# block 1

Figure 1. Cells by drive strength (block 1).
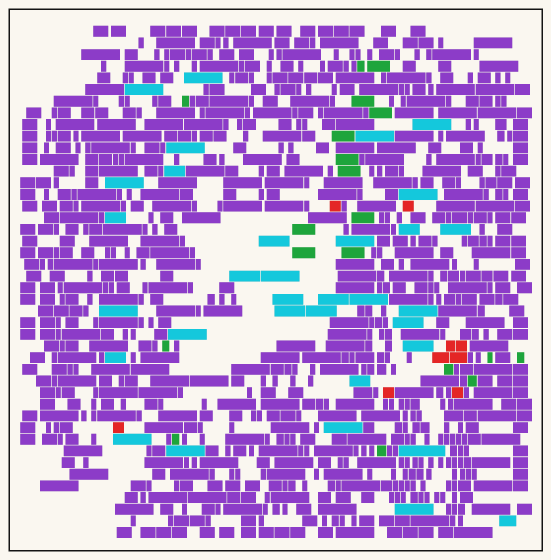

`src/rtl/mux_byte_serializer.sv`:
```
// Serializes one DATA_W word per load handshake into MSB-first bytes; first byte valid 1 cycle after load, frame holds under byte_ready=0.
// Optional trailing XOR checksum beat when SER_CHECKSUM_EN is defined; one idle cycle separates frames.
module mux_byte_serializer #(
   parameter int DATA_W = 136,
   parameter int BYTE_W = 8,
   parameter int CNT_W  = 16
) (
   input  logic              clk,
   input  logic              rst_n,
   input  logic              load_valid,
   output logic              load_ready,
   input  logic [DATA_W-1:0] data_in,
   output logic [BYTE_W-1:0] byte_out,
   output logic              byte_valid,
   input  logic              byte_ready,
   output logic              byte_last,
   output logic              busy,
   output logic [CNT_W-1:0]  frame_cnt
);

   localparam int NUM_BEATS = DATA_W / BYTE_W;
   localparam int BEAT_W    = $clog2(NUM_BEATS);
   localparam logic [BEAT_W-1:0] LAST_BEAT = BEAT_W'(NUM_BEATS - 1);

`ifdef SER_CHECKSUM_EN
   typedef enum logic [1:0] {IDLE, SHIFT, CSUM} state_t;
`else
   typedef enum logic [1:0] {IDLE, SHIFT} state_t;
`endif

   state_t              state_q, state_d;
   logic [DATA_W-1:0]   shift_q, shift_d;
   logic [BEAT_W-1:0]   beat_q, beat_d;
   logic [CNT_W-1:0]    cnt_q, cnt_d;
   logic                load_fire;
   logic                data_fire;
   logic                last_data_beat;
`ifdef SER_CHECKSUM_EN
   logic [BYTE_W-1:0]   csum_q, csum_d;
`endif

   assign load_fire      = (state_q == IDLE) && load_valid;
   assign data_fire      = (state_q == SHIFT) && byte_ready;
   assign last_data_beat = (beat_q == LAST_BEAT);

   always_ff @(posedge clk or negedge rst_n) begin
      if (!rst_n) begin
         state_q <= IDLE;
         shift_q <= '0;
         beat_q  <= '0;
         cnt_q   <= '0;
`ifdef SER_CHECKSUM_EN
         csum_q  <= '0;
`endif
      end else begin
         state_q <= state_d;
         shift_q <= shift_d;
         beat_q  <= beat_d;
         cnt_q   <= cnt_d;
`ifdef SER_CHECKSUM_EN
         csum_q  <= csum_d;
`endif
      end
   end

   always_comb begin
      state_d = state_q;
      case (state_q)
         IDLE:    if (load_valid) state_d = SHIFT;
`ifdef SER_CHECKSUM_EN
         SHIFT:   if (byte_ready && last_data_beat) state_d = CSUM;
         CSUM:    if (byte_ready) state_d = IDLE;
`else
         SHIFT:   if (byte_ready && last_data_beat) state_d = IDLE;
`endif
         default: state_d = IDLE;
      endcase
   end

   // Shifting left with zero fill leaves byte_out at 0 once the frame drains.
   always_comb begin
      shift_d = shift_q;
      beat_d  = beat_q;
      cnt_d   = cnt_q;
`ifdef SER_CHECKSUM_EN
      csum_d  = csum_q;
`endif
      if (load_fire) begin
         shift_d = data_in;
         beat_d  = '0;
`ifdef SER_CHECKSUM_EN
         csum_d  = '0;
`endif
      end else if (data_fire) begin
         shift_d = shift_q << BYTE_W;
         beat_d  = beat_q + 1'b1;
`ifdef SER_CHECKSUM_EN
         csum_d  = csum_q ^ shift_q[DATA_W-1 -: BYTE_W];
`else
         if (last_data_beat) cnt_d = cnt_q + 1'b1;
`endif
      end
`ifdef SER_CHECKSUM_EN
      if ((state_q == CSUM) && byte_ready) cnt_d = cnt_q + 1'b1;
`endif
   end

   always_comb begin
      load_ready = (state_q == IDLE);
      byte_valid = (state_q != IDLE);
      busy       = (state_q != IDLE);
      frame_cnt  = cnt_q;
`ifdef SER_CHECKSUM_EN
      byte_last  = (state_q == CSUM);
      byte_out   = (state_q == CSUM) ? csum_q : shift_q[DATA_W-1 -: BYTE_W];
`else
      byte_last  = (state_q == SHIFT) && last_data_beat;
      byte_out   = shift_q[DATA_W-1 -: BYTE_W];
`endif
   end

endmodule

```
`config.mk`:
```
export PLATFORM = sky130hd
export DESIGN_NAME = mux_byte_serializer
export DESIGN_NICKNAME = d
export VERILOG_FILES = /design/src/rtl/mux_byte_serializer.sv
export SDC_FILE = /design/constraint.sdc
export NUM_CORES = 1
export LEC_CHECK = 0
export ABC_AREA = 1
export CAP_MARGIN = 20
export CORE_AREA = 2 2 122 124
export DETAILED_ROUTE_END_ITERATION = 8
export DIE_AREA = 0 0 124 126
export PLACE_DENSITY = 0.77
export SLEW_MARGIN = 30
export SYNTH_ARGS = -nofsm -noshare
export SYNTH_HDL_FRONTEND = slang
export SYNTH_SLANG_ARGS = --single-unit
```
`constraint.sdc`:
```
create_clock -name clk -period 2.1 [get_ports clk]
set_input_delay 0.42 -clock clk [delete_from_list [all_inputs] [get_ports clk]]
set_output_delay 0.42 -clock clk [all_outputs]
set_load 0.02 [all_outputs]
```
# block 2

`src/rtl/i2s_serializer_pkg.sv`:
```
// -----------------------------------------------------------------------------
// i2s_serializer_pkg
// Shared I2S framing parameters. The async FIFO and i2s_controller import the
// same constants, so slot and frame geometry stay consistent across the audio
// path.
//   SLOT_WIDTH        : serial bit positions per channel slot (32)
//   FRAME_LEN         : serial bit positions per left+right frame (64)
//   DEFAULT_BIT_DEPTH : default PCM sample width (24)
//   BC_WIDTH          : width of the frame bit counter (6)
// -----------------------------------------------------------------------------
package i2s_serializer_pkg;

    localparam int unsigned SLOT_WIDTH        = 32;
    localparam int unsigned FRAME_LEN         = 64;
    localparam int unsigned DEFAULT_BIT_DEPTH = 24;
    localparam int unsigned BC_WIDTH          = $clog2(FRAME_LEN);

    // Channel owning a slot; encodes exactly the lrck level of that slot.
    typedef enum logic {
        CH_LEFT  = 1'b0,
        CH_RIGHT = 1'b1
    } channel_e;

    // Position of a frame bit counter value inside its slot.
    function automatic logic [4:0] slot_pos(input logic [BC_WIDTH-1:0] bc);
        return bc[4:0];
    endfunction

endpackage

```
`src/rtl/i2s_serializer_clk_gen.sv`:
```
// -----------------------------------------------------------------------------
// i2s_clk_gen
// Divides clk down to the I2S serial clock and flags SCLK falling edges.
//   clk         : system clock, all state updates on its rising edge
//   rst         : synchronous active-high reset (sclk held low)
//   sclk        : serial clock, toggles every SCLK_DIV clk cycles (registered)
//   fall_strobe : high for the clk cycle that ends with sclk going 1->0, so
//                 logic enabled by it updates on the same edge sclk falls
// -----------------------------------------------------------------------------
module i2s_clk_gen #(
    parameter int unsigned SCLK_DIV = 4
) (
    input  logic clk,
    input  logic rst,
    output logic sclk,
    output logic fall_strobe
);

    localparam int unsigned     CNT_W    = (SCLK_DIV > 1) ? $clog2(SCLK_DIV) : 1;
    localparam logic [CNT_W-1:0] CNT_LAST = CNT_W'(SCLK_DIV - 1);

    logic [CNT_W-1:0] div_cnt_r;
    logic             sclk_r;
    logic             toggle_s;

    // Terminal count of the half-period divider.
    always_comb begin
        toggle_s = (div_cnt_r == CNT_LAST);
    end

    // Half-period divider and serial clock register.
    always_ff @(posedge clk) begin
        if (rst) begin
            div_cnt_r <= {CNT_W{1'b0}};
            sclk_r    <= 1'b0;
        end else if (toggle_s) begin
            div_cnt_r <= {CNT_W{1'b0}};
            sclk_r    <= ~sclk_r;
        end else begin
            div_cnt_r <= div_cnt_r + CNT_W'(1);
        end
    end

    assign sclk        = sclk_r;
    assign fall_strobe = toggle_s & sclk_r;

endmodule

```
`src/rtl/i2s_serializer.sv`:
```
// -----------------------------------------------------------------------------
// i2s_serializer
// Turns two valid/ready PCM sample streams into a Philips I2S serial stream.
// Each channel has a single-entry buffer; the buffered sample is moved into a
// 32-bit shift register at the start of its slot and shifted out MSB first,
// one SCLK after the lrck edge. A slot that starts with an empty buffer sets
// the sticky underflow flag.
//
// Ports
//   clk                     : system clock (rising edge)
//   rst                     : synchronous active-high reset
//   left_data/_valid/_ready : left PCM sample handshake (two's complement)
//   right_data/_valid/_ready: right PCM sample handshake
//   sclk, lrck, sdin        : I2S serial clock, word select, serial data
//   underflow               : sticky, set when a slot starts without a sample
//
// Build option
//   I2S_UNDERFLOW_HOLD_EN : when defined an underflowed slot repeats the last
//                           sample loaded for that channel; otherwise it
//                           transmits zeros.
// -----------------------------------------------------------------------------
module i2s_serializer
    import i2s_serializer_pkg::*;
#(
    parameter int unsigned BIT_DEPTH = DEFAULT_BIT_DEPTH,
    parameter int unsigned SCLK_DIV  = 4
) (
    input  logic                 clk,
    input  logic                 rst,
    input  logic [BIT_DEPTH-1:0] left_data,
    input  logic                 left_valid,
    output logic                 left_ready,
    input  logic [BIT_DEPTH-1:0] right_data,
    input  logic                 right_valid,
    output logic                 right_ready,
    output logic                 sclk,
    output logic                 lrck,
    output logic                 sdin,
    output logic                 underflow
);

    localparam int unsigned PAD_WIDTH = SLOT_WIDTH - BIT_DEPTH;

    logic                  sclk_s;
    logic                  fall_s;

    logic [BIT_DEPTH-1:0]  left_buf_r;
    logic                  left_full_r;
    logic [BIT_DEPTH-1:0]  right_buf_r;
    logic                  right_full_r;

    logic [BC_WIDTH-1:0]   bc_r;
    logic [BC_WIDTH-1:0]   bc_next_s;
    logic [SLOT_WIDTH-1:0] shift_r;
    logic                  lrck_r;
    logic                  sdin_r;
    logic                  underflow_r;

    logic                  left_accept_s;
    logic                  right_accept_s;
    logic                  load_s;
    logic                  load_left_s;
    logic                  load_right_s;
    channel_e              load_ch_s;
    logic                  src_full_s;
    logic [BIT_DEPTH-1:0]  src_data_s;
    logic [BIT_DEPTH-1:0]  hold_data_s;
    logic [BIT_DEPTH-1:0]  sample_s;
    logic [SLOT_WIDTH-1:0] load_word_s;

`ifdef I2S_UNDERFLOW_HOLD_EN
    logic [BIT_DEPTH-1:0]  left_last_r;
    logic [BIT_DEPTH-1:0]  right_last_r;
`endif

    i2s_clk_gen #(
        .SCLK_DIV    (SCLK_DIV)
    ) u_clk_gen (
        .clk         (clk),
        .rst         (rst),
        .sclk        (sclk_s),
        .fall_strobe (fall_s)
    );

    // Handshake, slot-start detection and selection of the word to serialize.
    always_comb begin
        left_ready     = !left_full_r && !rst;
        right_ready    = !right_full_r && !rst;
        left_accept_s  = left_valid && left_ready;
        right_accept_s = right_valid && right_ready;

        bc_next_s      = bc_r + BC_WIDTH'(1);
        load_ch_s      = channel_e'(bc_r[BC_WIDTH-1]);
        // The fall event leaving p = 0 enters p = 1: that is the load point.
        load_s         = fall_s && (slot_pos(bc_r) == 5'd0);

        load_left_s    = 1'b0;
        load_right_s   = 1'b0;
        src_full_s     = 1'b0;
        src_data_s     = {BIT_DEPTH{1'b0}};
        hold_data_s    = {BIT_DEPTH{1'b0}};

        case (load_ch_s)
            CH_LEFT: begin
                load_left_s = load_s;
                src_full_s  = left_full_r;
                src_data_s  = left_buf_r;
`ifdef I2S_UNDERFLOW_HOLD_EN
                hold_data_s = left_last_r;
`endif
            end
            CH_RIGHT: begin
                load_right_s = load_s;
                src_full_s   = right_full_r;
                src_data_s   = right_buf_r;
`ifdef I2S_UNDERFLOW_HOLD_EN
                hold_data_s  = right_last_r;
`endif
            end
            default: begin
                load_left_s  = 1'b0;
                load_right_s = 1'b0;
            end
        endcase

        if (src_full_s) begin
            sample_s = src_data_s;
        end else begin
            sample_s = hold_data_s;
        end

        // Left-justify the sample in the slot so the shifter always emits
        // from bit 31 and trailing positions fall out as zeros.
        load_word_s = {sample_s, {PAD_WIDTH{1'b0}}};
    end

    // Left buffer; an accept coinciding with a load can only happen on an
    // empty buffer, so the new sample must stay buffered (set wins).
    always_ff @(posedge clk) begin
        if (rst) begin
            left_buf_r  <= {BIT_DEPTH{1'b0}};
            left_full_r <= 1'b0;
        end else if (left_accept_s) begin
            left_buf_r  <= left_data;
            left_full_r <= 1'b1;
        end else if (load_left_s) begin
            left_full_r <= 1'b0;
        end
    end

    // Right buffer, same policy as the left one.
    always_ff @(posedge clk) begin
        if (rst) begin
            right_buf_r  <= {BIT_DEPTH{1'b0}};
            right_full_r <= 1'b0;
        end else if (right_accept_s) begin
            right_buf_r  <= right_data;
            right_full_r <= 1'b1;
        end else if (load_right_s) begin
            right_full_r <= 1'b0;
        end
    end

`ifdef I2S_UNDERFLOW_HOLD_EN
    // Last sample actually taken from each buffer, replayed on underflow.
    always_ff @(posedge clk) begin
        if (rst) begin
            left_last_r  <= {BIT_DEPTH{1'b0}};
            right_last_r <= {BIT_DEPTH{1'b0}};
        end else begin
            if (load_left_s && left_full_r) begin
                left_last_r <= left_buf_r;
            end
            if (load_right_s && right_full_r) begin
                right_last_r <= right_buf_r;
            end
        end
    end
`endif

    // Frame bit counter, word select and serial data, advanced on SCLK falls.
    always_ff @(posedge clk) begin
        if (rst) begin
            bc_r        <= {BC_WIDTH{1'b0}};
            lrck_r      <= 1'b0;
            sdin_r      <= 1'b0;
            shift_r     <= {SLOT_WIDTH{1'b0}};
            underflow_r <= 1'b0;
        end else if (fall_s) begin
            bc_r   <= bc_next_s;
            lrck_r <= bc_next_s[BC_WIDTH-1];
            if (load_s) begin
                sdin_r  <= load_word_s[SLOT_WIDTH-1];
                shift_r <= {load_word_s[SLOT_WIDTH-2:0], 1'b0};
                if (!src_full_s) begin
                    underflow_r <= 1'b1;
                end
            end else if (slot_pos(bc_next_s) == 5'd0) begin
                // p = 0 is the one-bit delay slot after the lrck edge.
                sdin_r  <= 1'b0;
                shift_r <= {SLOT_WIDTH{1'b0}};
            end else begin
                sdin_r  <= shift_r[SLOT_WIDTH-1];
                shift_r <= {shift_r[SLOT_WIDTH-2:0], 1'b0};
            end
        end
    end

    assign sclk      = sclk_s;
    assign lrck      = lrck_r;
    assign sdin      = sdin_r;
    assign underflow = underflow_r;

endmodule
```
`config.mk`:
```
export PLATFORM = sky130hd
export DESIGN_NAME = i2s_serializer
export DESIGN_NICKNAME = d
export VERILOG_FILES = /design/src/rtl/i2s_serializer_pkg.sv /design/src/rtl/i2s_serializer_clk_gen.sv /design/src/rtl/i2s_serializer.sv
export SDC_FILE = /design/constraint.sdc
export NUM_CORES = 1
export LEC_CHECK = 0
export ABC_AREA = 1
export ABC_CLOCK_PERIOD_IN_PS = 1500
export CELL_PAD_IN_SITES_DETAIL_PLACEMENT = 1
export CELL_PAD_IN_SITES_GLOBAL_PLACEMENT = 1
export CORE_MARGIN = 2
export CORE_UTILIZATION = 32
export DETAILED_ROUTE_END_ITERATION = 16
export PLACE_DENSITY_LB_ADDON = 0.05
export SYNTH_ARGS = -nofsm -noshare
export SYNTH_HDL_FRONTEND = slang
export SYNTH_SLANG_ARGS = --single-unit
```
`constraint.sdc`:
```
create_clock -name clk -period 1.5 [get_ports clk]
set_input_delay 0.45 -clock clk [delete_from_list [all_inputs] [get_ports clk]]
set_output_delay 0.45 -clock clk [all_outputs]
set_load 0.02 [all_outputs]
```
# block 3

==> src/rtl/conv_pkg.sv <==
// Shared state encoding and sizing helpers for the 2-D convolution sequencer.
package conv_pkg;

   localparam int unsigned DefBits       = 9;
   localparam int unsigned DefKernelSize = 3;

   typedef enum logic [2:0] {
      StIdle   = 3'd0,
      StKclr   = 3'd1,
      StKload  = 3'd2,
      StKwait  = 3'd3,
      StStream = 3'd4,
      StDrain  = 3'd5,
      StDone   = 3'd6
   } conv_state_e;

   function automatic int unsigned kw(input int unsigned k);
      return k * k;
   endfunction

   // Counter width for a range of n values, never narrower than one bit.
   function automatic int unsigned cnt_w(input int unsigned n);
      return (n > 1) ? $clog2(n) : 1;
   endfunction

endpackage

==> src/rtl/conv_pos_counter.sv <==
// Raster row/column tracker for streamed pixels, with last-pixel and
// fully-populated-window flags for the pixel currently at the counter.
module conv_pos_counter
   import conv_pkg::*;
#(
   parameter int unsigned IMG_WIDTH   = 8,
   parameter int unsigned IMG_HEIGHT  = 8,
   parameter int unsigned KERNEL_SIZE = DefKernelSize
) (
   input  logic                         i_clk,
   input  logic                         i_reset_n,
   input  logic                         i_en,
   input  logic                         i_clr,
   output logic [cnt_w(IMG_HEIGHT)-1:0] o_row,
   output logic [cnt_w(IMG_WIDTH)-1:0]  o_col,
   output logic                         o_last,
   output logic                         o_win_valid
);

   localparam int unsigned RW = cnt_w(IMG_HEIGHT);
   localparam int unsigned CW = cnt_w(IMG_WIDTH);
   localparam logic [RW-1:0] RowMax = RW'(IMG_HEIGHT - 1);
   localparam logic [CW-1:0] ColMax = CW'(IMG_WIDTH - 1);
   localparam logic [RW-1:0] RowWin = RW'(KERNEL_SIZE - 1);
   localparam logic [CW-1:0] ColWin = CW'(KERNEL_SIZE - 1);

   logic [RW-1:0] r_row;
   logic [CW-1:0] r_col;
   logic          w_col_wrap;

   assign w_col_wrap = (r_col == ColMax);

   always_ff @(posedge i_clk or negedge i_reset_n) begin
      if (!i_reset_n) begin
         r_row <= '0;
         r_col <= '0;
      end else if (i_clr) begin
         r_row <= '0;
         r_col <= '0;
      end else if (i_en) begin
         if (w_col_wrap) begin
            r_col <= '0;
            r_row <= (r_row == RowMax) ? '0 : r_row + 1'b1;
         end else begin
            r_col <= r_col + 1'b1;
         end
      end
   end

   assign o_row       = r_row;
   assign o_col       = r_col;
   assign o_last      = (r_row == RowMax) && w_col_wrap;
   assign o_win_valid = (r_row >= RowWin) && (r_col >= ColWin);

endmodule

==> src/rtl/conv_controller.sv <==
// Frame sequencer for the convolution datapath: kernel load, pixel streaming,
// valid-window strobing and coordinate-tagged result tracking.
module conv_controller
   import conv_pkg::*;
#(
   parameter int unsigned BITS        = DefBits,
   parameter int unsigned KERNEL_SIZE = DefKernelSize,
   parameter int unsigned IMG_WIDTH   = 8,
   parameter int unsigned IMG_HEIGHT  = 8,
   parameter int unsigned MULT_LAT    = 1
) (
   input  logic                         i_clk,
   input  logic                         i_reset_n,
   input  logic                         i_start,
   input  logic                         i_reuse_kernel,
   input  logic                         i_abort,
   input  logic                         i_k_valid,
   input  logic [BITS-1:0]              i_k_data,
   output logic                         o_k_ready,
   output logic                         o_kmem_reset,
   output logic                         o_kmem_write_en,
   output logic [BITS-1:0]              o_kmem_data,
   input  logic                         i_kmem_ready,
   input  logic                         i_pix_valid,
   input  logic [BITS-1:0]              i_pix_data,
   output logic                         o_pix_ready,
   output logic                         o_sreg_write_en,
   output logic [BITS-1:0]              o_sreg_data,
   output logic                         o_mult_out_en,
   output logic                         o_result_valid,
   output logic [cnt_w(IMG_HEIGHT)-1:0] o_result_row,
   output logic [cnt_w(IMG_WIDTH)-1:0]  o_result_col,
   output logic                         o_busy,
   output logic                         o_done
);

   localparam int unsigned KW  = kw(KERNEL_SIZE);
   localparam int unsigned KCW = cnt_w(KW);
   localparam int unsigned DCW = cnt_w(MULT_LAT + 1);
   localparam int unsigned RW  = cnt_w(IMG_HEIGHT);
   localparam int unsigned CW  = cnt_w(IMG_WIDTH);
   localparam logic [KCW-1:0] KLast  = KCW'(KW - 1);
   localparam logic [DCW-1:0] DLast  = DCW'(MULT_LAT);
   localparam logic [RW-1:0]  RowOff = RW'(KERNEL_SIZE - 1);
   localparam logic [CW-1:0]  ColOff = CW'(KERNEL_SIZE - 1);

   conv_state_e    r_state, w_state_d;
   logic           r_k_ready, r_pix_ready, r_kmem_reset, r_busy, r_done;
   logic [KCW-1:0] r_kcount;
   logic [DCW-1:0] r_dcount;

   logic           w_k_acc, w_pix_acc, w_win_acc, w_last, w_win_valid, w_pos_clr;
   logic [RW-1:0]  w_row;
   logic [CW-1:0]  w_col;

   logic           r_mult_out_en;
   logic [RW-1:0]  r_mult_row;
   logic [CW-1:0]  r_mult_col;
   logic           r_vld_line [MULT_LAT];
   logic [RW-1:0]  r_row_line [MULT_LAT];
   logic [CW-1:0]  r_col_line [MULT_LAT];

   assign w_k_acc   = i_k_valid & r_k_ready;
   assign w_pix_acc = i_pix_valid & r_pix_ready;
   assign w_win_acc = w_pix_acc & w_win_valid;
   assign w_pos_clr = i_abort | (r_state == StDone);

   conv_pos_counter #(
      .IMG_WIDTH   (IMG_WIDTH),
      .IMG_HEIGHT  (IMG_HEIGHT),
      .KERNEL_SIZE (KERNEL_SIZE)
   ) u_pos (
      .i_clk       (i_clk),
      .i_reset_n   (i_reset_n),
      .i_en        (w_pix_acc),
      .i_clr       (w_pos_clr),
      .o_row       (w_row),
      .o_col       (w_col),
      .o_last      (w_last),
      .o_win_valid (w_win_valid)
   );

   // Abort overrides everything, including a start seen in the same cycle.
   always_comb begin
      w_state_d = r_state;
      if (i_abort) begin
         w_state_d = StIdle;
      end else begin
         unique case (r_state)
            StIdle:   if (i_start) w_state_d = i_reuse_kernel ? StStream : StKclr;
            StKclr:   w_state_d = StKload;
            StKload:  if (w_k_acc && (r_kcount == KLast)) w_state_d = StKwait;
            StKwait:  if (i_kmem_ready) w_state_d = StStream;
            StStream: if (w_pix_acc && w_last) w_state_d = StDrain;
            StDrain:  if (r_dcount == DLast) w_state_d = StDone;
            StDone:   w_state_d = StIdle;
            default:  w_state_d = StIdle;
         endcase
      end
   end

   // Outputs are registered from the next state so they line up with r_state.
   always_ff @(posedge i_clk or negedge i_reset_n) begin
      if (!i_reset_n) begin
         r_state      <= StIdle;
         r_k_ready    <= 1'b0;
         r_pix_ready  <= 1'b0;
         r_kmem_reset <= 1'b0;
         r_busy       <= 1'b0;
         r_done       <= 1'b0;
         r_kcount     <= '0;
         r_dcount     <= '0;
      end else begin
         r_state      <= w_state_d;
         r_k_ready    <= (w_state_d == StKload);
         r_pix_ready  <= (w_state_d == StStream);
         r_kmem_reset <= (w_state_d == StKclr);
         r_busy       <= (w_state_d != StIdle);
         r_done       <= (w_state_d == StDone);
         if (w_state_d != StKload) r_kcount <= '0;
         else if (w_k_acc)         r_kcount <= r_kcount + 1'b1;
         r_dcount <= (r_state == StDrain) ? r_dcount + 1'b1 : '0;
      end
   end

   // Valid/coordinate delay line modelling the multiplier latency.
   always_ff @(posedge i_clk or negedge i_reset_n) begin
      if (!i_reset_n) begin
         r_mult_out_en <= 1'b0;
         r_mult_row    <= '0;
         r_mult_col    <= '0;
         for (int i = 0; i < MULT_LAT; i++) begin
            r_vld_line[i] <= 1'b0;
            r_row_line[i] <= '0;
            r_col_line[i] <= '0;
         end
      end else if (i_abort) begin
         r_mult_out_en <= 1'b0;
         r_mult_row    <= '0;
         r_mult_col    <= '0;
         for (int i = 0; i < MULT_LAT; i++) begin
            r_vld_line[i] <= 1'b0;
            r_row_line[i] <= '0;
            r_col_line[i] <= '0;
         end
      end else begin
         r_mult_out_en <= w_win_acc;
         r_mult_row    <= w_win_acc ? w_row - RowOff : '0;
         r_mult_col    <= w_win_acc ? w_col - ColOff : '0;
         r_vld_line[0] <= r_mult_out_en;
         r_row_line[0] <= r_mult_row;
         r_col_line[0] <= r_mult_col;
         for (int i = 1; i < MULT_LAT; i++) begin
            r_vld_line[i] <= r_vld_line[i-1];
            r_row_line[i] <= r_row_line[i-1];
            r_col_line[i] <= r_col_line[i-1];
         end
      end
   end

   assign o_k_ready       = r_k_ready;
   assign o_kmem_reset    = r_kmem_reset;
   assign o_kmem_write_en = w_k_acc;
   assign o_kmem_data     = w_k_acc ? i_k_data : '0;
   assign o_pix_ready     = r_pix_ready;
   assign o_sreg_write_en = w_pix_acc;
   assign o_sreg_data     = w_pix_acc ? i_pix_data : '0;
   assign o_mult_out_en   = r_mult_out_en;
   assign o_result_valid  = r_vld_line[MULT_LAT-1];
   assign o_result_row    = r_row_line[MULT_LAT-1];
   assign o_result_col    = r_col_line[MULT_LAT-1];
   assign o_busy          = r_busy;
   assign o_done          = r_done;

endmodule

==> config.mk <==
export PLATFORM = sky130hd
export DESIGN_NAME = conv_controller
export DESIGN_NICKNAME = d
export VERILOG_FILES = /design/src/rtl/conv_pkg.sv /design/src/rtl/conv_pos_counter.sv /design/src/rtl/conv_controller.sv
export SDC_FILE = /design/constraint.sdc
export NUM_CORES = 1
export LEC_CHECK = 0
export CORE_AREA = 10 10 74 76
export CTS_BUF_LIST = sky130_fd_sc_hd__clkbuf_4
export DETAILED_ROUTE_END_ITERATION = 7
export DIE_AREA = 0 0 84 86
export GPL_TIMING_DRIVEN = 0
export PLACE_DENSITY = 0.76
export SETUP_SLACK_MARGIN = 0.1
export SLEW_MARGIN = 30
export SYNTH_ARGS = -nofsm -noshare
export SYNTH_HDL_FRONTEND = slang
export SYNTH_SLANG_ARGS = --single-unit
==> constraint.sdc <==
create_clock -name i_clk -period 1.8 [get_ports i_clk]
set_clock_uncertainty 0.05 [all_clocks]
set_input_delay 0.36 -clock i_clk [delete_from_list [all_inputs] [get_ports i_clk]]
set_output_delay 0.36 -clock i_clk [all_outputs]
set_load 0.01 [all_outputs]
# block 4

<file path="config.mk">
export PLATFORM = sky130hd
export DESIGN_NAME = jpeg_block_fetch
export DESIGN_NICKNAME = d
export VERILOG_FILES = /design/src/rtl/jpeg_pkg.sv /design/src/rtl/jpeg_row_fifo.sv /design/src/rtl/jpeg_block_fetch.sv
export SDC_FILE = /design/constraint.sdc
export NUM_CORES = 1
export LEC_CHECK = 0
export ABC_CLOCK_PERIOD_IN_PS = 4960
export CORE_MARGIN = 1
export CORE_UTILIZATION = 30
export DETAILED_ROUTE_END_ITERATION = 6
export PLACE_DENSITY = 0.48
export SLEW_MARGIN = 20
export SYNTH_ARGS = -nofsm -noshare
export SYNTH_HDL_FRONTEND = slang
export SYNTH_SLANG_ARGS = --single-unit
</file>
<file path="constraint.sdc">
create_clock -name clk -period 4.96 [get_ports clk]
set_input_delay 1.488 -clock clk [delete_from_list [all_inputs] [get_ports clk]]
set_output_delay 1.488 -clock clk [all_outputs]
set_load 0.05 [all_outputs]
</file>
<file path="src/rtl/jpeg_pkg.sv">
// Shared JPEG pipeline definitions: frame geometry, FSM encoding and the per-row tag
// that travels alongside each block row.
package jpeg_pkg;
    localparam int JPEG_ADDR_W     = 15;
    localparam int JPEG_DATA_W     = 64;
    localparam int JPEG_WPR        = 64;
    localparam int JPEG_BLK_ROWS   = 64;
    localparam int JPEG_FIFO_DEPTH = 2;

    typedef enum logic [1:0] {
        ST_IDLE  = 2'd0,
        ST_FETCH = 2'd1,
        ST_DRAIN = 2'd2,
        ST_DONE  = 2'd3
    } jpeg_state_e;

    typedef struct packed {
        logic       frame_last;
        logic       blk_last;
        logic [2:0] idx;
    } jpeg_tag_t;
endpackage

</file>
<file path="src/rtl/jpeg_row_fifo.sv">
// Two-entry row buffer with count/full/empty; a push into a full FIFO is accepted only
// when a pop happens in the same cycle.
module jpeg_row_fifo #(
    parameter int W = 69
) (
    input  logic         clk,
    input  logic         reset,
    input  logic         push_i,
    input  logic [W-1:0] din_i,
    input  logic         pop_i,
    output logic [W-1:0] dout_o,
    output logic [1:0]   count_o,
    output logic         full_o,
    output logic         empty_o
);
    logic [W-1:0] mem_q [2];
    logic         wr_ptr_q, rd_ptr_q;
    logic [1:0]   count_q;
    logic         do_push, do_pop;

    assign do_pop  = pop_i && (count_q != 2'd0);
    assign do_push = push_i && ((count_q != 2'd2) || do_pop);

    always_ff @(posedge clk or negedge reset) begin
        if (!reset) begin
            mem_q[0] <= '0;
            mem_q[1] <= '0;
            wr_ptr_q <= 1'b0;
            rd_ptr_q <= 1'b0;
            count_q  <= 2'd0;
        end else begin
            if (do_push) begin
                mem_q[wr_ptr_q] <= din_i;
                wr_ptr_q        <= ~wr_ptr_q;
            end
            if (do_pop) rd_ptr_q <= ~rd_ptr_q;
            count_q <= count_q + {1'b0, do_push} - {1'b0, do_pop};
        end
    end

    assign dout_o  = mem_q[rd_ptr_q];
    assign count_o = count_q;
    assign full_o  = (count_q == 2'd2);
    assign empty_o = (count_q == 2'd0);
endmodule

</file>
<file path="src/rtl/jpeg_block_fetch.sv">
// Walks the raster image in MEM_IN and streams it out as 8x8 blocks, one 64-bit row per
// transfer, with credit-based issue so the 2-entry row FIFO can never overflow.
module jpeg_block_fetch
    import jpeg_pkg::*;
#(
    parameter int ADDR_W   = JPEG_ADDR_W,
    parameter int DATA_W   = JPEG_DATA_W,
    parameter int WPR      = JPEG_WPR,
    parameter int BLK_ROWS = JPEG_BLK_ROWS
) (
    input  logic              clk,
    input  logic              reset,
    input  logic              start,
    output logic              busy,
    output logic              done,
    output logic [ADDR_W-1:0] address_in,
    input  logic [DATA_W-1:0] data_in,
    output logic [DATA_W-1:0] blk_row,
    output logic              blk_row_valid,
    input  logic              blk_row_ready,
    output logic [2:0]        blk_row_idx,
    output logic              blk_last,
    output logic              frame_last
);
    localparam int BX_W = $clog2(WPR);
    localparam int FW   = DATA_W + $bits(jpeg_tag_t);

    jpeg_state_e       state_q;
    // Frame position as {by, bx, r}: a plain increment walks rows, then blocks, then block rows.
    logic [ADDR_W-1:0] pos_q, pos_d;
    logic [ADDR_W-1:0] addr_q;
    logic              req_q, vld_q;
    jpeg_tag_t         tag_req_q, tag_vld_q, tag_new, tag_out;
    logic              busy_q, done_q;

    logic [2:0]        r;
    logic [BX_W-1:0]   bx;
    logic [ADDR_W-BX_W-4:0] by;
    logic              pop, issue, last_blk, drained;
    logic [2:0]        occ;
    logic [1:0]        fifo_cnt;
    logic              fifo_full, fifo_empty;
    logic [FW-1:0]     fifo_dout;

    assign r        = pos_q[2:0];
    assign bx       = pos_q[BX_W+2:3];
    assign by       = pos_q[ADDR_W-1:BX_W+3];
    assign pos_d    = pos_q + ADDR_W'(1);
    assign last_blk = &pos_q[ADDR_W-1:3];
    assign tag_new  = '{frame_last: last_blk && (&r), blk_last: &r, idx: r};

    // Credits cover the address at the SRAM, the word coming back, and the FIFO contents.
    assign blk_row_valid = !fifo_empty;
    assign pop     = blk_row_valid && blk_row_ready;
    assign occ     = {1'b0, fifo_cnt} + {2'b0, req_q} + {2'b0, vld_q} - {2'b0, pop};
    assign issue   = (state_q == ST_FETCH) && !(fifo_full && !pop)
                     && (occ < 3'(JPEG_FIFO_DEPTH));
    assign drained = (fifo_empty || (fifo_cnt == 2'd1 && pop)) && !req_q && !vld_q;

    always_ff @(posedge clk or negedge reset) begin
        if (!reset) begin
            state_q   <= ST_IDLE;
            pos_q     <= '0;
            addr_q    <= '0;
            req_q     <= 1'b0;
            vld_q     <= 1'b0;
            tag_req_q <= '0;
            tag_vld_q <= '0;
            busy_q    <= 1'b0;
            done_q    <= 1'b0;
        end else begin
            done_q    <= 1'b0;
            req_q     <= issue;
            vld_q     <= req_q;
            tag_vld_q <= tag_req_q;
            if (issue) begin
                addr_q    <= {by, r, bx};
                tag_req_q <= tag_new;
                pos_q     <= pos_d;
            end
            case (state_q)
                ST_IDLE: if (start) begin
                    state_q <= ST_FETCH;
                    busy_q  <= 1'b1;
                    pos_q   <= '0;
                end
                ST_FETCH: if (issue && (&pos_q)) state_q <= ST_DRAIN;
                ST_DRAIN: if (drained) begin
                    state_q <= ST_DONE;
                    done_q  <= 1'b1;
                end
                default: begin
                    state_q <= ST_IDLE;
                    busy_q  <= 1'b0;
                end
            endcase
        end
    end

    jpeg_row_fifo #(.W(FW)) u_fifo (
        .clk     (clk),
        .reset   (reset),
        .push_i  (vld_q),
        .din_i   ({tag_vld_q, data_in}),
        .pop_i   (pop),
        .dout_o  (fifo_dout),
        .count_o (fifo_cnt),
        .full_o  (fifo_full),
        .empty_o (fifo_empty)
    );

    assign tag_out     = jpeg_tag_t'(fifo_dout[FW-1:DATA_W]);
    assign blk_row     = fifo_dout[DATA_W-1:0];
    assign blk_row_idx = tag_out.idx;
    assign blk_last    = tag_out.blk_last;
    assign frame_last  = tag_out.frame_last;
    assign address_in  = addr_q;
    assign busy        = busy_q;
    assign done        = done_q;
endmodule
</file>
Figure 2. Cells by drive strength (block 2).
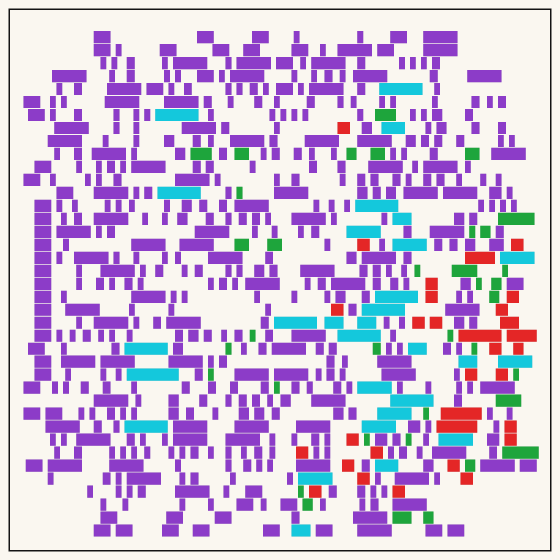
| size | color | cells | share | most used |
|---|---|---|---|---|
| drive 6 and up | cyan | 29 | 4.7% | clkbuf_16 |
| drive 2 | green | 36 | 5.8% | inv_2 |
| drive 1 or less | purple | 520 | 84% | nand2_1 |
| drive 3 to 4 | red | 31 | 5.0% | buf_4 |
post-route setup slack: 28.8 ps
Final Cell Area: 0.00515 sq mm
Non-CTS buffers: 95
Area Overhead vs Synth: 35.2%

==> results.tsv, block 2 <==
metric	value	unit
status	finished with violations	
violated checks	design-rule violations	
Via Count	3740	
Post-synth top cells	nand2_1 (205), dfxtp_1 (84), nand3_1 (50)	
sequential power	2.44	mW
capture point of the worst path	left_ready	
Mux area share	0	
Synth top cell by count	nand2_1	
capturing point of the worst reg2reg path	shift_r[17]$_SDFFE_PP0N_	
crit share post-route	0.981	
Setup CP Type	primary input to primary output	
DRC errors left	1	
Antenna Cells	0	
gr ovfl total	0	
Port Buffers	57	
Top Consumer	sequential cells	
CP cell instances	clkdlybuf4s15_1 > nor2_2 > buf_6	
First-pass DRT Iterations	10	
cell count after synthesis	544	
Synth flops	84	
cts hold-fix bufs	0	
MI comb area	0.00183	sq mm
Total Wirelength	11600	um
block 2: flip-flops by register name (all words and copies together), names as in the netlist:
register / cells
left_buf_r: 24
right_buf_r: 24
shift_r: 23
bc_r: 6
u_clk_gen.div_cnt_r: 2
left_full_r: 1
right_full_r: 1
sdin: 1
u_clk_gen.sclk: 1
underflow: 1
block 2: final cells by class:
| type | count | share of cell area |
|---|---|---|
| Sequential cell | 84 | 0.328 |
| Timing Repair Buffer | 95 | 0.196 |
| Clock inverter | 2 | 0.00680 |
| Clock buffer | 12 | 0.0498 |
| Tap cell | 143 | 0.0347 |
| Inverter | 39 | 0.0289 |
| Multi-Input combinational cell | 384 | 0.355 |
block 2: per-stage QoR:
step                TNS, ps  utilization  hold slack (ps)
CTS                       0        0.434              441
detailed placement   -22990        0.408              430
floorplan                 0            -              398
global placement     -21040        0.408              408
finish                    0        0.447              411
global route          -2.50        0.447              431
block 2: routing by layer:
metal	routed length, um	vias up	part of all wire
li1	-	1910	-
met1	5730	1753	0.50
met2	5280	63	0.46
met3	387	14	0.033
met4	178	0	0.015
met5	0	-	0
Figure 3. Placed standard cells (block 1).
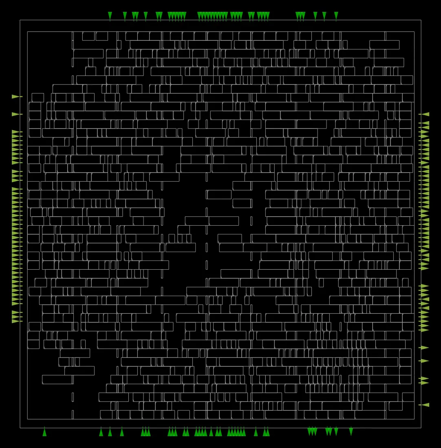
core area: 0.0143 sq mm
final core utilization: 0.662

About Figure 1:
| size | color | cells | share | most used |
|---|---|---|---|---|
| drive 3 to 4 | red | 9 | 1.0% | buf_4 |
| drive 2 | green | 19 | 2.1% | o221ai_2 |
| drive 1 or less | purple | 840 | 93% | nand2_1 |
| drive 6 and up | cyan | 33 | 3.7% | clkbuf_16 |

==> results.tsv, block 1 <==
metric	value	unit
Post-Syn Area per Cell	9.53	sq um
crit share post-route	0.956	
vias in the first global route	5643	
Top Consumer	sequential cells	
PostCTS Resize Cnt	2	
Port Buffers	167	
Pwr per Cell Area	1050	mW/mm^2
Comb power frac	0.276	
register area	0.00395	sq mm
Setup CP Type	flop to primary output	
clock share of power	0.294	
setup slack at placement	172	ps
hold slack	477	ps
final cell count without fillers	1085	
Total Power	9.98	mW
TNS Setup	0	ps
status	finished, final reports clean	
CP max FO	5	
Adder Area Share	0.00531	
[block 1: flip-flops by register name, indices dropped and copies added, names as in the netlist]
signal     cells
frame_cnt     16
state_q        1
beat_q         5
shift_q      136
[block 1: cells in the mapped netlist, drive strengths merged]
cell type	count	area (sq um)
nand4	3	18.8
nand3b	2	15.0
xnor2	6	52.6
xor2	2	17.5
inv	148	556
clkbuf	17	63.8
nand3	14	70.1
buf	37	231
nor3	3	15.0
ha	3	37.5
o221ai	120	1110
a21oi	4	20.0
nor2	16	65.1
dfrtp	158	3950
o211ai	8	60.1
o21ai	16	80.1
nand2	185	702
[block 1: final cells by class]
type	instances	area share
clock buffer	25	0.0533
timing repair buffer	182	0.200
tap	184	0.0243
inverter	148	0.0589
clock inverter	6	0.00607
sequential	158	0.417
multi-input combinational	382	0.240
[block 1: metal layers]
layer,track usage,vias to the layer above,routed length (um),part of all wire
li1,-,2776,-,-
met1,0.309,2749,7450,0.44
met2,0.348,199,8020,0.48
met3,0.0439,24,984,0.059
met4,0.0925,0,338,0.020
met5,0,-,0,0
[block 1: critical path, cell delays in order, from the launching register on]
cell             delay [ps]
dfrtp_1                 450
inv_2                   110
clkdlybuf4s50_1         610
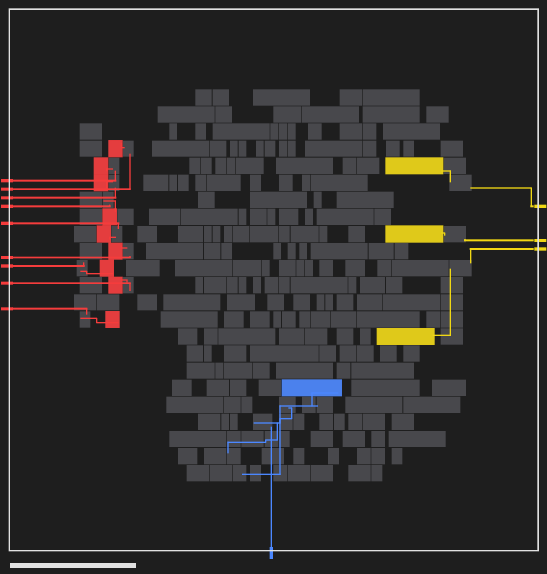
Figure 4: block 3, port wiring.
The bar under the picture is 20 um long.
| port | color | bits | direction | end cells | wire |
|---|---|---|---|---|---|
| o_k_ready | blue | 1 | output | 1 | 69.6 um |
| o_sreg_data | red | 9 | output | 9 | 180 um |
| o_result_row | yellow | 3 | output | 3 | 53.0 um |

==> results.tsv, block 3 <==
metric	value	unit
status	finished with violations	
violated checks	negative setup slack	
Seq area share	0.331	
Final Cell Area	0.00250	sq mm
Ys Warns	0	
TNS Setup	-153	ps
ClkCell Share	0.0411	
sequential share of power	0.449	
TAP cells	50	
top sig layer	met4	
CP top delay family	simple AND/OR/NAND/NOR gates	
cts hold-fix bufs	0	
MI comb area	779	sq um
hpwl dp	3000	um
gpl congestion	0.769	
final core utilization	0.629	
CP max FO	7	
post-route setup slack	-120	ps
Critical Path RT	1990	ps
number of DRC markers in iteration 0	67	
Final Setup Violations	5	
Non-CTS buffers	81	
[block 3: state kept, by name (all words and copies together) (netlist names)]
signal and flops:
r_mult_col 3, u_pos.o_row 3, r_state 3, o_result_row 3, r_kcount 4, o_busy 1
u_pos.o_col 3, o_result_valid 1, o_pix_ready 1, o_result_col 3, o_k_ready 1, r_dcount 1
r_mult_row 3, o_kmem_reset 1, o_mult_out_en 1, o_done 1
[block 3: cell families after synthesis]
logic type | synth area share
AND/OR/NAND/NOR | 0.262
flip-flops | 0.510
buffers and inverters | 0.0494
AND-OR/OR-AND | 0.0795
adder cells (fa/ha/maj) | 0.0772
XOR/XNOR | 0.0162
multiplexers | 0.00618
[block 3: how the worst max path moves through the flow]
stage,end,cells after the start,from,slack (ps)
after global routing,o_kmem_reset$_DFF_PN0_,7,r_state[1]$_DFF_PN0_,-240
after global placement,o_sreg_write_en,5,i_pix_valid,-580
after floorplan,o_kmem_reset$_DFF_PN0_,8,u_pos.o_col[1]$_DFFE_PN0P_,-2
after detailed placement,o_sreg_write_en,5,i_pix_valid,-590
final,o_kmem_reset$_DFF_PN0_,4,r_state[0]$_DFF_PN0_,-120
after CTS,o_kmem_reset$_DFF_PN0_,5,r_state[1]$_DFF_PN0_,-90
Figure 5. Placed standard cells (block 4).
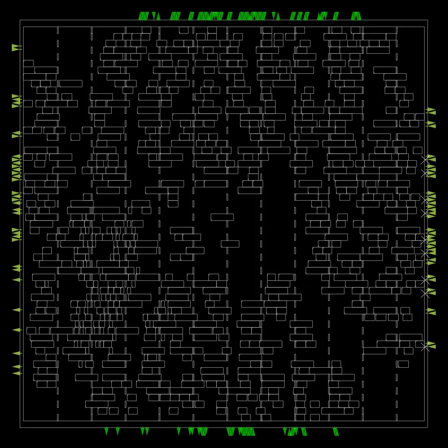
TAP cells: 335
final cell count without fillers: 1,057
final core utilization: 0.403
# fillers: 2,458

Figure 6. Port wiring (block 4).
The bar under the picture is 50 um long.
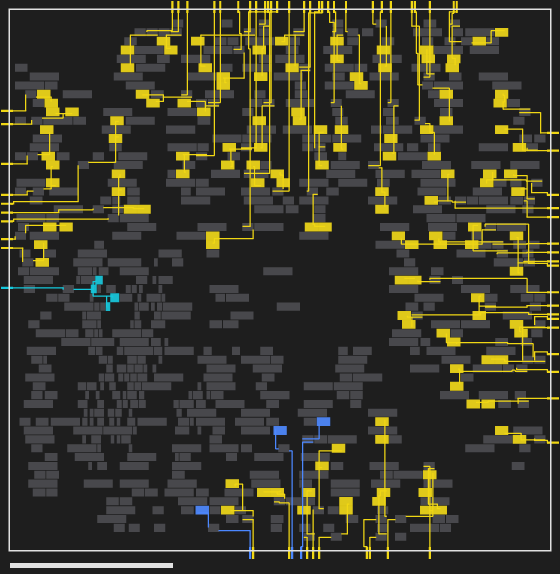
| port | color | bits | direction | end cells | wire |
|---|---|---|---|---|---|
| blk_row_ready | cyan | 1 | input | 4 | 37.8 um |
| data_in | yellow | 64 | input | 128 | 2,380 um |
| blk_row_idx | blue | 3 | output | 3 | 107 um |
Port Buffers: 154
number of top-level pins: 155

==> results.tsv, block 4 <==
metric	value	unit
DIE HEIGHT	166	um
Dominant Register Cell	dfrtp_1	
Comb gates	332	
Setup CP Type	primary input to flop	
wire length on met1	7620	um
top sig layer	met4	
registers	185	
Vias/cell	4.68	
Levels on crit path	12	
CTS root buf	clkbuf_16	
critical path endpoint category	flop	
status	finished with violations	
CP max FO	7	
CP dominant cell by count	ha_1	
CP top delay family	simple AND/OR/NAND/NOR gates	
Post-Syn Area per Cell	14.4	sq um
Final Setup Violations	0	
violated checks	design-rule violations	
setup bufs post-CTS	0	
final max-slew violation count	0	
Signal inverters	12	
DRC errors left	9	
capture point of the worst path	state_q[0]$_DFFE_PN0P_	
ClkCell Share	0.0539	
asr flop ratio synth	1.00	
-- block 4: logic make-up after synthesis --
kind of cell	count (synthesis)	share of synthesized area
buffers and inverters	44	0.0251
XOR/XNOR	13	0.0141
adder cells (fa/ha/maj)	10	0.0164
AND/OR/NAND/NOR	66	0.0409
AND-OR/OR-AND	17	0.0144
multiplexers	226	0.315
flip-flops	185	0.574
-- block 4: metal layers --
| layer | up-vias | track usage |
|---|---|---|
| li1 | 2267 | - |
| met1 | 2551 | 0.164 |
| met2 | 115 | 0.237 |
| met3 | 13 | 0.0346 |
| met4 | 0 | 0.0423 |
| met5 | - | 0 |
-- block 4: cell usage after synthesis (4+ instances only) --
library cell	instances	share of area
clkbuf_1	11	0.0051
xnor2_1	4	0.0043
nor4_1	4	0.0031
buf_4	5	0.0047
xor2_1	9	0.0098
inv_1	12	0.0056
nand4_1	4	0.0031
ha_1	9	0.014
nand3_1	8	0.0050
nor2_1	18	0.0084
nand2_1	15	0.0070
mux2_2	223	0.31
dfrtp_1	185	0.57
nand2b_1	4	0.0031
buf_2	15	0.0093
o21ai_0	4	0.0025


==> gallery <==
Metal layers overlaid.
image #1
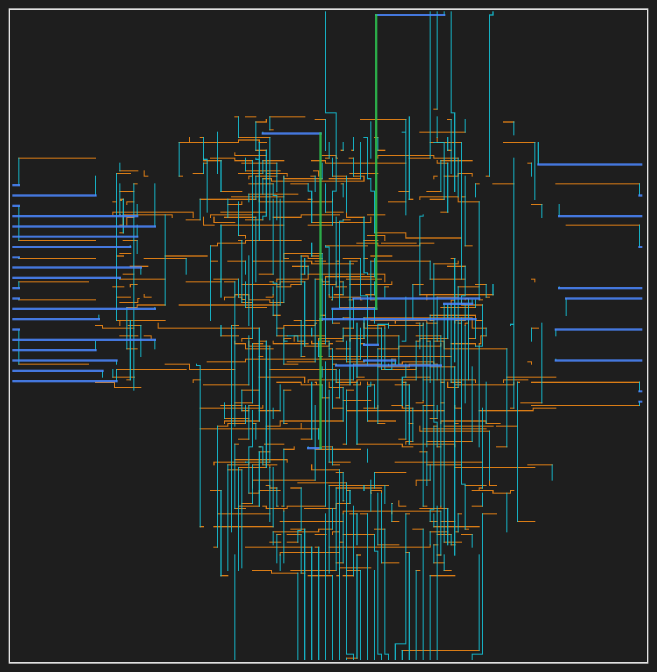
image #2
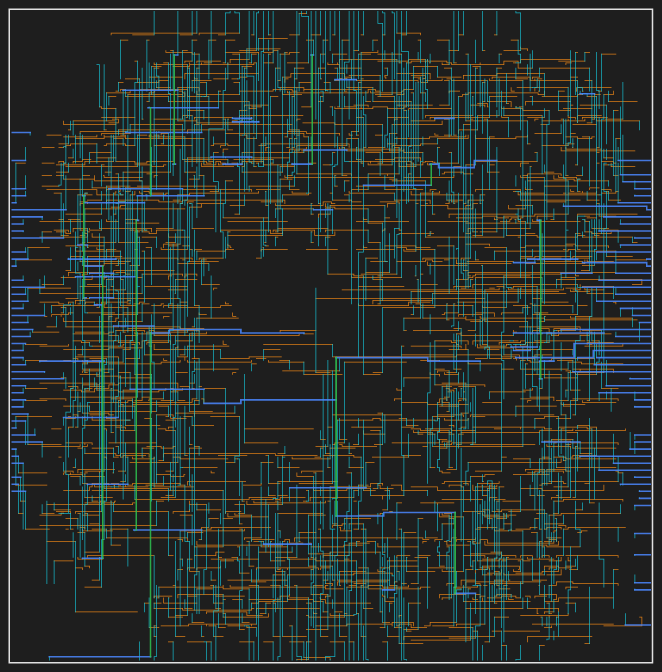
image #3
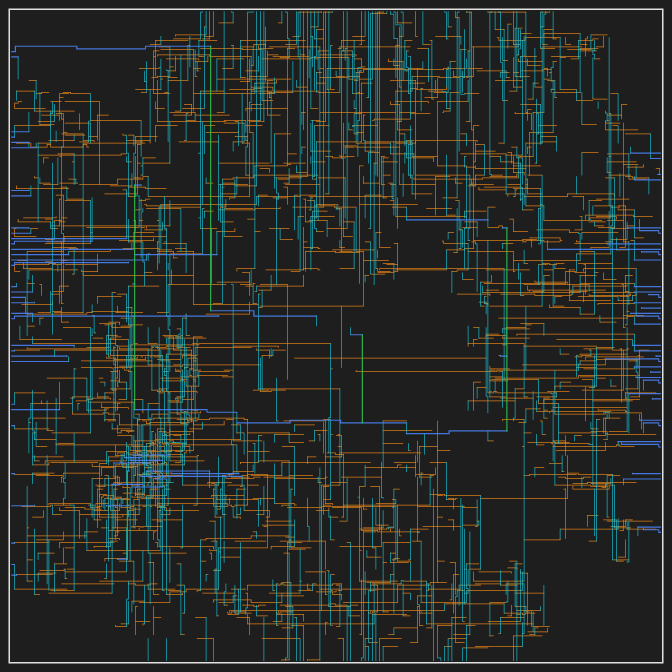
image #4
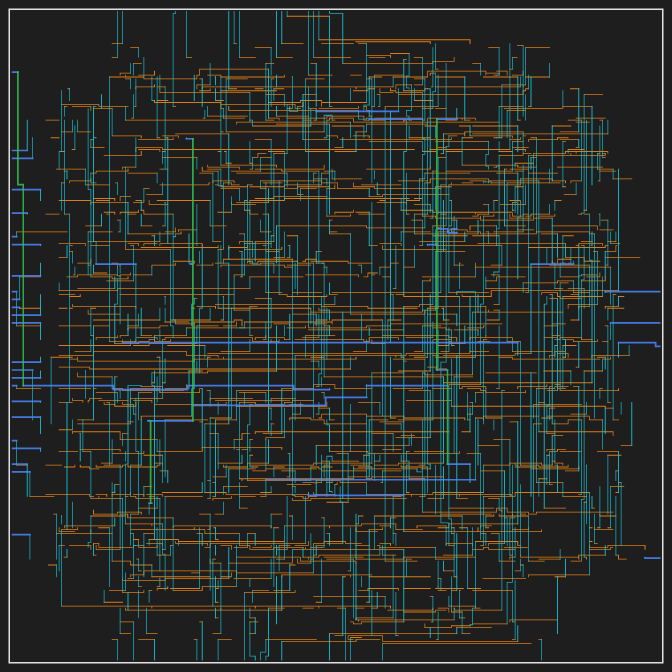
The one with the least wire is image #1.
For block 1, see image #2.
For block 4, see image #3.
For block 2, see image #4.
For block 3, see image #1.


==> layout pictures side by side <==
Cell classes on the final placement.
Fill, decap, tap and diode cells in gray.
picture 1
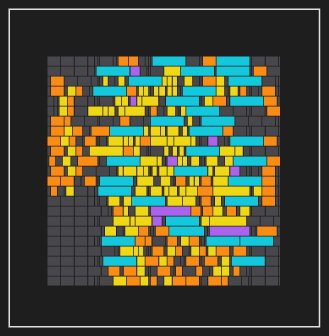
picture 2
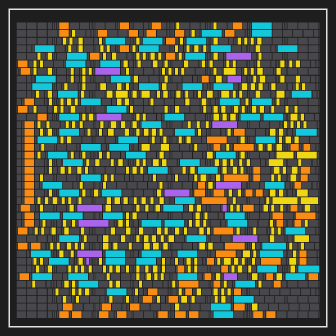
picture 3
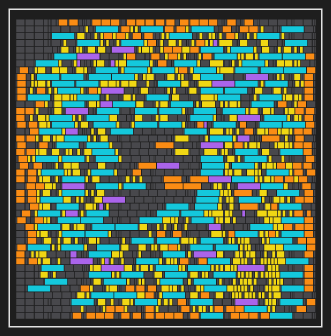
picture 4
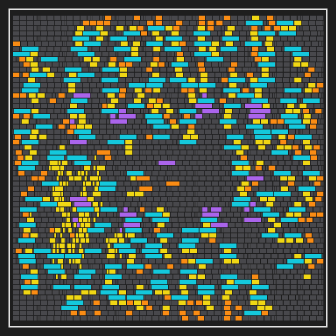
Of these, most sequential cells: picture 4
Of these, fewest cells: picture 1
block 3 -> picture 1
block 1 -> picture 3
block 2 -> picture 2
block 4 -> picture 4

No activity file was given, so power comes from the tool's default toggle rates.
